# rr_arbiter4_idx

rr_arbiter4_idx/m1.png
Bar = 10 um. Cells faint in the background.
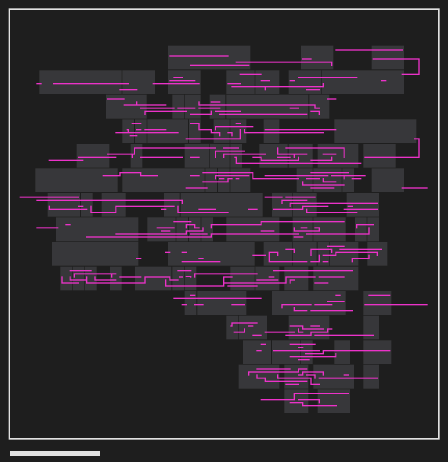

File: src/rtl/arb_pkg.sv
// Shared constants and state encoding for the four-way index arbiter and
// the downstream 2-to-4 decoder.
package arb_pkg;

    localparam int N_REQ = 4;
    localparam int IDX_W = 2;

    typedef enum logic {
        IDLE  = 1'b0,
        GRANT = 1'b1
    } arb_state_t;

endpackage

File: src/rtl/rr_pick4.sv
// Round-robin winner select: rotate so the slot after last_ptr is bit 0,
// take the lowest set bit, then rotate the index back.
module rr_pick4
    import arb_pkg::*;
(
    input  logic [N_REQ-1:0] req,
    input  logic [IDX_W-1:0] last_ptr,
    output logic             any,
    output logic [IDX_W-1:0] winner
);

    logic [IDX_W-1:0] start;
    logic [N_REQ-1:0] rot;
    logic [IDX_W-1:0] pick;

    assign start = last_ptr + 1'b1;

    always_comb begin
        rot = '0;
        for (int unsigned i = 0; i < N_REQ; i++) begin
            rot[i] = req[IDX_W'(i) + start];
        end
    end

    // Scan downwards so the lowest set bit wins.
    always_comb begin
        pick = '0;
        for (int unsigned i = N_REQ; i > 0; i--) begin
            if (rot[i-1]) begin
                pick = IDX_W'(i - 1);
            end
        end
    end

    assign any    = |req;
    assign winner = pick + start;

endmodule

File: src/rtl/rr_arbiter4_idx.sv
// Four-requester round-robin arbiter with registered grant index, valid flag
// and a one-cycle pulse when a grant is cut off by the hold-time limit.
module rr_arbiter4_idx
    import arb_pkg::*;
#(
    parameter int MAX_HOLD = 15
) (
    input  logic                 clk,
    input  logic                 rst_n,
    input  logic [N_REQ-1:0]     req,
    input  logic                 done,
    output logic [IDX_W-1:0]     grant_idx,
    output logic                 grant_valid,
    output logic                 timeout
);

    localparam int CNT_W = $clog2(MAX_HOLD + 1);

    arb_state_t        state;
    logic [IDX_W-1:0]  last_ptr;
    logic [CNT_W-1:0]  hold_cnt;
    logic              any;
    logic [IDX_W-1:0]  winner;

    rr_pick4 u_pick (
        .req      (req),
        .last_ptr (last_ptr),
        .any      (any),
        .winner   (winner)
    );

    always_ff @(posedge clk or negedge rst_n) begin
        if (!rst_n) begin
            state       <= IDLE;
            grant_idx   <= '0;
            grant_valid <= 1'b0;
            timeout     <= 1'b0;
            last_ptr    <= '1;
            hold_cnt    <= '0;
        end else begin
            timeout <= 1'b0;
            case (state)
                IDLE: begin
                    if (any) begin
                        state       <= GRANT;
                        grant_idx   <= winner;
                        grant_valid <= 1'b1;
                        last_ptr    <= winner;
                        hold_cnt    <= '0;
                    end
                end
                GRANT: begin
                    // Voluntary release outranks the hold limit, so a release on
                    // the final allowed cycle never reports a timeout.
                    if (done || !req[grant_idx]) begin
                        state       <= IDLE;
                        grant_valid <= 1'b0;
                    end else if (hold_cnt == CNT_W'(MAX_HOLD - 1)) begin
                        state       <= IDLE;
                        grant_valid <= 1'b0;
                        timeout     <= 1'b1;
                    end else begin
                        hold_cnt <= hold_cnt + 1'b1;
                    end
                end
                default: begin
                    state       <= IDLE;
                    grant_valid <= 1'b0;
                end
            endcase
        end
    end

endmodule

File: config.mk
export PLATFORM = sky130hd
export DESIGN_NAME = rr_arbiter4_idx
export DESIGN_NICKNAME = d
export VERILOG_FILES = /design/src/rtl/arb_pkg.sv /design/src/rtl/rr_pick4.sv /design/src/rtl/rr_arbiter4_idx.sv
export SDC_FILE = /design/constraint.sdc
export NUM_CORES = 1
export LEC_CHECK = 0
export CORE_MARGIN = 2
export CORE_UTILIZATION = 40
export CTS_CLUSTER_SIZE = 40
export DETAILED_ROUTE_END_ITERATION = 12
export GPL_TIMING_DRIVEN = 0
export PLACE_DENSITY = 0.66
export SYNTH_ARGS = -nofsm -noshare
export SYNTH_HDL_FRONTEND = slang
export SYNTH_HIERARCHICAL = 1
export SYNTH_SLANG_ARGS = --single-unit
File: constraint.sdc
create_clock -name clk -period 2.2 [get_ports clk]
set_clock_uncertainty 0.1 [all_clocks]
set_input_delay 0.44 -clock clk [delete_from_list [all_inputs] [get_ports clk]]
set_output_delay 0.44 -clock clk [all_outputs]
set_load 0.01 [all_outputs]
# sram_arbiter

## src/rtl/sram_arbiter_pkg.sv

```systemverilog
// sram_arb_pkg: shared state, port and funct3 definitions for the SRAM arbiter.
package sram_arb_pkg;
    typedef enum logic [1:0] {IDLE, BUSY, RESP} state_e;
    typedef enum logic {M0, M1} port_e;
    localparam logic [2:0] F3_B  = 3'd0;
    localparam logic [2:0] F3_H  = 3'd1;
    localparam logic [2:0] F3_W  = 3'd2;
    localparam logic [2:0] F3_BU = 3'd4;
    localparam logic [2:0] F3_HU = 3'd5;
endpackage

```

## src/rtl/sram_lane_align.sv

```systemverilog
// sram_lane_align: alignment check, byte masks, store replication and load extension.
module sram_lane_align
    import sram_arb_pkg::*;
(
    input  logic [2:0]  func3_i,
    input  logic [1:0]  off_i,
    input  logic [31:0] wdata_i,
    input  logic [31:0] rdata_i,
    output logic        err_o,
    output logic [3:0]  bmask_o,
    output logic [31:0] wdata_o,
    output logic [31:0] rdata_o
);
    logic [31:0] sh;
    logic        sx;
    assign sh = rdata_i >> {off_i, 3'b000};
    assign sx = ~func3_i[2];
    always_comb begin
        err_o   = !(func3_i inside {F3_B, F3_BU} ||
                    (func3_i inside {F3_H, F3_HU} && !off_i[0]) ||
                    (func3_i == F3_W && off_i == 2'b00));
        bmask_o = func3_i[1:0] == 2'b00 ? 4'b0001 << off_i :
                  func3_i[1:0] == 2'b01 ? 4'b0011 << off_i : 4'b1111;
        wdata_o = func3_i[1:0] == 2'b00 ? {4{wdata_i[7:0]}} :
                  func3_i[1:0] == 2'b01 ? {2{wdata_i[15:0]}} : wdata_i;
        rdata_o = func3_i[1:0] == 2'b00 ? {{24{sh[7] & sx}}, sh[7:0]} :
                  func3_i[1:0] == 2'b01 ? {{16{sh[15] & sx}}, sh[15:0]} : sh;
    end
endmodule

```

## src/rtl/sram_arbiter.sv

```systemverilog
// sram_arbiter: round-robin arbiter sharing one word-wide SRAM path between fetch and LSU.
module sram_arbiter
    import sram_arb_pkg::*;
(
    input  logic        i_clk,
    input  logic        i_reset,
    input  logic        i_m0_req,
    input  logic [17:0] i_m0_addr,
    output logic [31:0] o_m0_rdata,
    output logic        o_m0_ack,
    input  logic        i_m1_rden,
    input  logic        i_m1_wren,
    input  logic [2:0]  i_m1_func3,
    input  logic [17:0] i_m1_addr,
    input  logic [31:0] i_m1_wdata,
    output logic [31:0] o_m1_rdata,
    output logic        o_m1_ack,
    output logic        o_m1_err,
    output logic [17:0] o_mem_addr,
    output logic [31:0] o_mem_wdata,
    output logic [3:0]  o_mem_bmask,
    output logic        o_mem_wren,
    output logic        o_mem_rden,
    input  logic [31:0] i_mem_rdata,
    input  logic        i_mem_ack
);
    state_e      state_q, state_d;
    port_e       last_q, last_d, port_q, port_d;
    logic        wr_q, wr_d, err_q, err_d;
    logic [17:0] addr_q, addr_d;
    logic [2:0]  f3_q, f3_d;
    logic [31:0] wdata_q, wdata_d, rdata_q, rdata_d;
    logic        idle, busy, resp, m1_req, al_err;
    logic [3:0]  al_bmask;
    logic [31:0] al_wdata, al_rdata;
    assign idle   = state_q == IDLE;
    assign busy   = state_q == BUSY;
    assign resp   = state_q == RESP;
    assign m1_req = i_m1_rden | i_m1_wren;
    // In IDLE the aligner validates the raw LSU request; afterwards it works on latched values.
    sram_lane_align u_align (
        .func3_i (idle ? i_m1_func3 : f3_q),
        .off_i   (idle ? i_m1_addr[1:0] : addr_q[1:0]),
        .wdata_i (wdata_q),
        .rdata_i (rdata_q),
        .err_o   (al_err),
        .bmask_o (al_bmask),
        .wdata_o (al_wdata),
        .rdata_o (al_rdata)
    );
    always_ff @(posedge i_clk) begin
        if (i_reset) begin
            state_q <= IDLE;
            last_q  <= M0;
            port_q  <= M0;
            wr_q    <= 1'b0;
            err_q   <= 1'b0;
            addr_q  <= '0;
            f3_q    <= '0;
            wdata_q <= '0;
            rdata_q <= '0;
        end else begin
            state_q <= state_d;
            last_q  <= last_d;
            port_q  <= port_d;
            wr_q    <= wr_d;
            err_q   <= err_d;
            addr_q  <= addr_d;
            f3_q    <= f3_d;
            wdata_q <= wdata_d;
            rdata_q <= rdata_d;
        end
    end
    always_comb begin
        state_d = state_q;
        last_d  = last_q;
        port_d  = port_q;
        wr_d    = wr_q;
        err_d   = err_q;
        addr_d  = addr_q;
        f3_d    = f3_q;
        wdata_d = wdata_q;
        rdata_d = rdata_q;
        case (state_q)
            IDLE: begin
                if (m1_req && (!i_m0_req || last_q == M0)) begin
                    state_d = al_err ? RESP : BUSY;
                    last_d  = M1;
                    port_d  = M1;
                    wr_d    = i_m1_wren;
                    err_d   = al_err;
                    addr_d  = i_m1_addr;
                    f3_d    = i_m1_func3;
                    wdata_d = i_m1_wdata;
                end else if (i_m0_req) begin
                    state_d = BUSY;
                    last_d  = M0;
                    port_d  = M0;
                    wr_d    = 1'b0;
                    err_d   = 1'b0;
                    addr_d  = i_m0_addr;
                    f3_d    = F3_W;
                end
            end
            BUSY: begin
                if (i_mem_ack) begin
                    rdata_d = i_mem_rdata;
                    state_d = RESP;
                end
            end
            default: state_d = IDLE;
        endcase
    end
    assign o_mem_addr  = busy ? {addr_q[17:2], 2'b00} : '0;
    assign o_mem_bmask = busy ? al_bmask : '0;
    assign o_mem_wdata = busy && wr_q ? al_wdata : '0;
    assign o_mem_wren  = busy && wr_q;
    assign o_mem_rden  = busy && !wr_q;
    assign o_m0_ack    = resp && port_q == M0;
    assign o_m0_rdata  = o_m0_ack ? rdata_q : '0;
    assign o_m1_ack    = resp && port_q == M1;
    assign o_m1_err    = o_m1_ack && err_q;
    assign o_m1_rdata  = o_m1_ack && !wr_q && !err_q ? al_rdata : '0;
endmodule

```

## config.mk

```make
export PLATFORM = sky130hd
export DESIGN_NAME = sram_arbiter
export DESIGN_NICKNAME = d
export VERILOG_FILES = /design/src/rtl/sram_arbiter_pkg.sv /design/src/rtl/sram_lane_align.sv /design/src/rtl/sram_arbiter.sv
export SDC_FILE = /design/constraint.sdc
export NUM_CORES = 1
export LEC_CHECK = 0
export CAP_MARGIN = 25
export CORE_ASPECT_RATIO = 1.25
export CORE_UTILIZATION = 35
export CTS_BUF_LIST = sky130_fd_sc_hd__clkbuf_8
export DETAILED_ROUTE_END_ITERATION = 8
export PLACE_DENSITY = 0.67
export SYNTH_ARGS = -nofsm -noshare
export SYNTH_HDL_FRONTEND = slang
export SYNTH_HIERARCHICAL = 1
export SYNTH_SLANG_ARGS = --single-unit
```

## constraint.sdc

```tcl
create_clock -name i_clk -period 4.9 [get_ports i_clk]
set_input_delay 1.47 -clock i_clk [delete_from_list [all_inputs] [get_ports i_clk]]
set_output_delay 1.47 -clock i_clk [all_outputs]
set_load 0.1 [all_outputs]
```

sram_arbiter/m1.png
Bar = 20 um. Cells faint in the background.
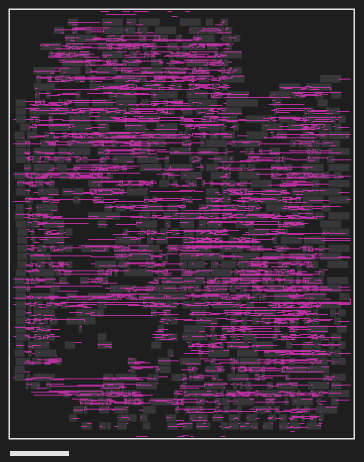
The layer carries 8290 um of wire. 914 nets have wire on it. The wires run mostly horizontal. The layer holds 42% of the routed length. The longest straight run is 35.9 um.
DR vias: 6123
met1 Track Usage GR: 29.0%
final WL: 19600 um

==> metrics.yaml, sram_arbiter <==
outcome: "finished, final reports clean"
maxPowerGroup: "combinational cells"
layout.cells.non_filler: 1185
combPwrFrac_pct: 61.5
max_freq_mhz: 207
busiest_layer: "met2"
drt_iter0_drc: 476
h-tree-depth: 3
dpl.hpwl_um: 13600
ant_nets: 0
root_buffer: "clkbuf_8"
area_leaders: "dfxtp_1, and2_1, a21oi_1, nand2_1, o21ai_0"
fillers: 1508
final_layout_size_suffix_gt1_share_pct: 25.4
min_to: "wdata_q[21]$_SDFFE_PP0P_"
nClkBuffers: 9
setup_viol: 0
syn_area_per_cell_um2: 7.40
ys_sh_simple_pct: 30.8
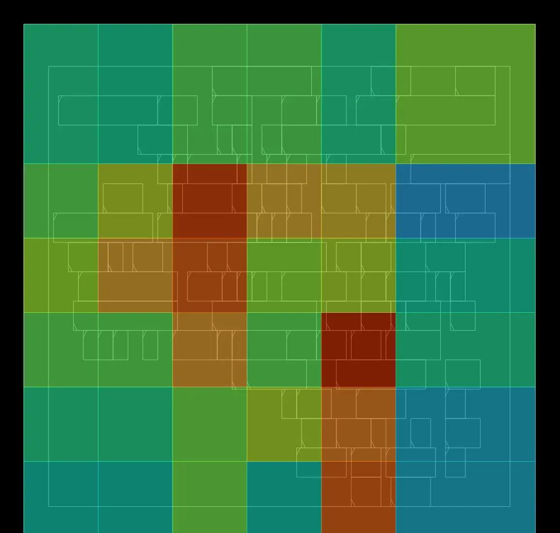
rr_arbiter4_idx/congestion_map.png
mean routed wirelength per cell: 12.3 um
met3 GRT Util: 5.66%
GRT Util Overall: 15.3%
met2 Use GR: 21.1%
utilization after layout: 54.1%

Notes on rr_arbiter4_idx/m1.png above:
The layer holds 49% of the routed length. 91 nets have wire on it. The longest straight run is 16.1 um.
met1 Track Usage GR: 22.0%
DR vias: 616

==> metrics.yaml, rr_arbiter4_idx <==
layout.cells.non_filler: 122
r2r_start: "last_ptr[1]$_DFFE_PN1P_"
num-nets-final: 108
placementRows: 15
via_per_inst: 5.05
hp-start: "last_ptr[1]$_DFFE_PN1P_"
ff2ff_path_depth: 11
seq_share_pct: 29.4
peakVddDrop_mv: 0.788
fp_nets: 90
root_buffer: "clkbuf_4"
critPathRequiredTime_ps: 2320
top_logic_kind: "simple AND/OR/NAND/NOR gates"
outcome: "finished, final reports clean"
cts_sinks: 11

==> gallery <==
Routed metal per tile.
picture 1
The die is cut into 9 by 9 equal tiles; white is low, dark blue is high, scaled to the fullest tile. Values are wire area over tile area, all layers added.
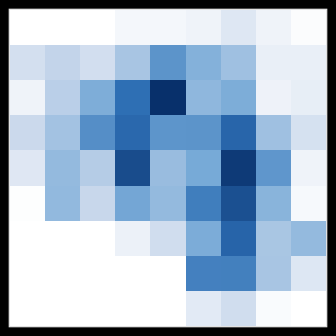
picture 2
The die is cut into 23 by 29 equal tiles; white is low, dark blue is high, scaled to the fullest tile. Values are wire area over tile area, all layers added.
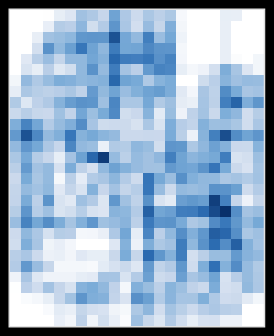
For rr_arbiter4_idx, see picture 1.
For sram_arbiter, see picture 2.

Key to picture 2:
The emptiest ninth of the die: north-east. The mean over all tiles is 0.19. 8.8% of the tiles are nearly empty. The fullest tile reaches 0.56. 22% of the tiles are over half the peak.



==> screenshots <==
Wiring by layer.
(a)
Bar = 10 um. Only two layers are drawn.
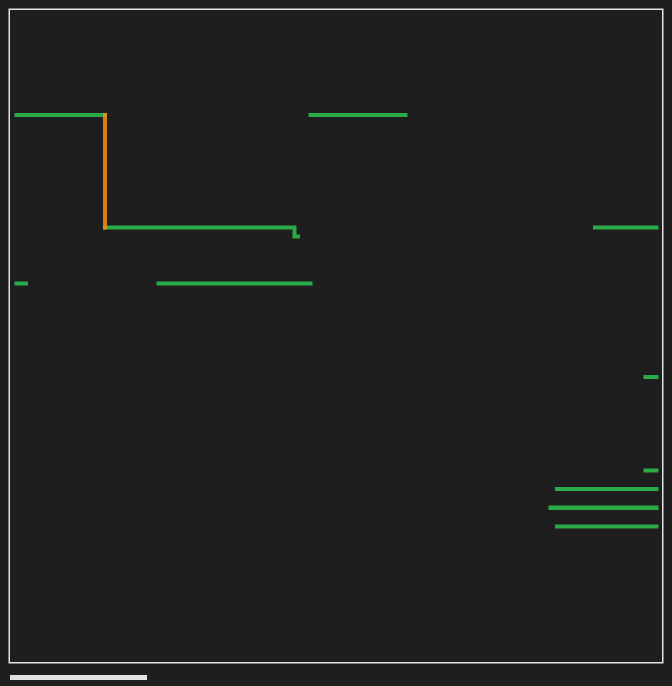
(b)
Bar = 20 um. Only two layers are drawn.
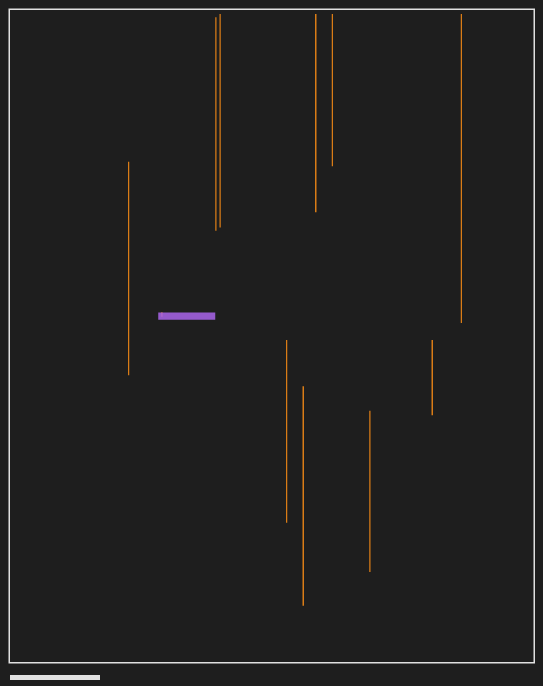
Of these, largest die: (b)
Of these, most wire: (b)
(b): sram_arbiter
(a): rr_arbiter4_idx

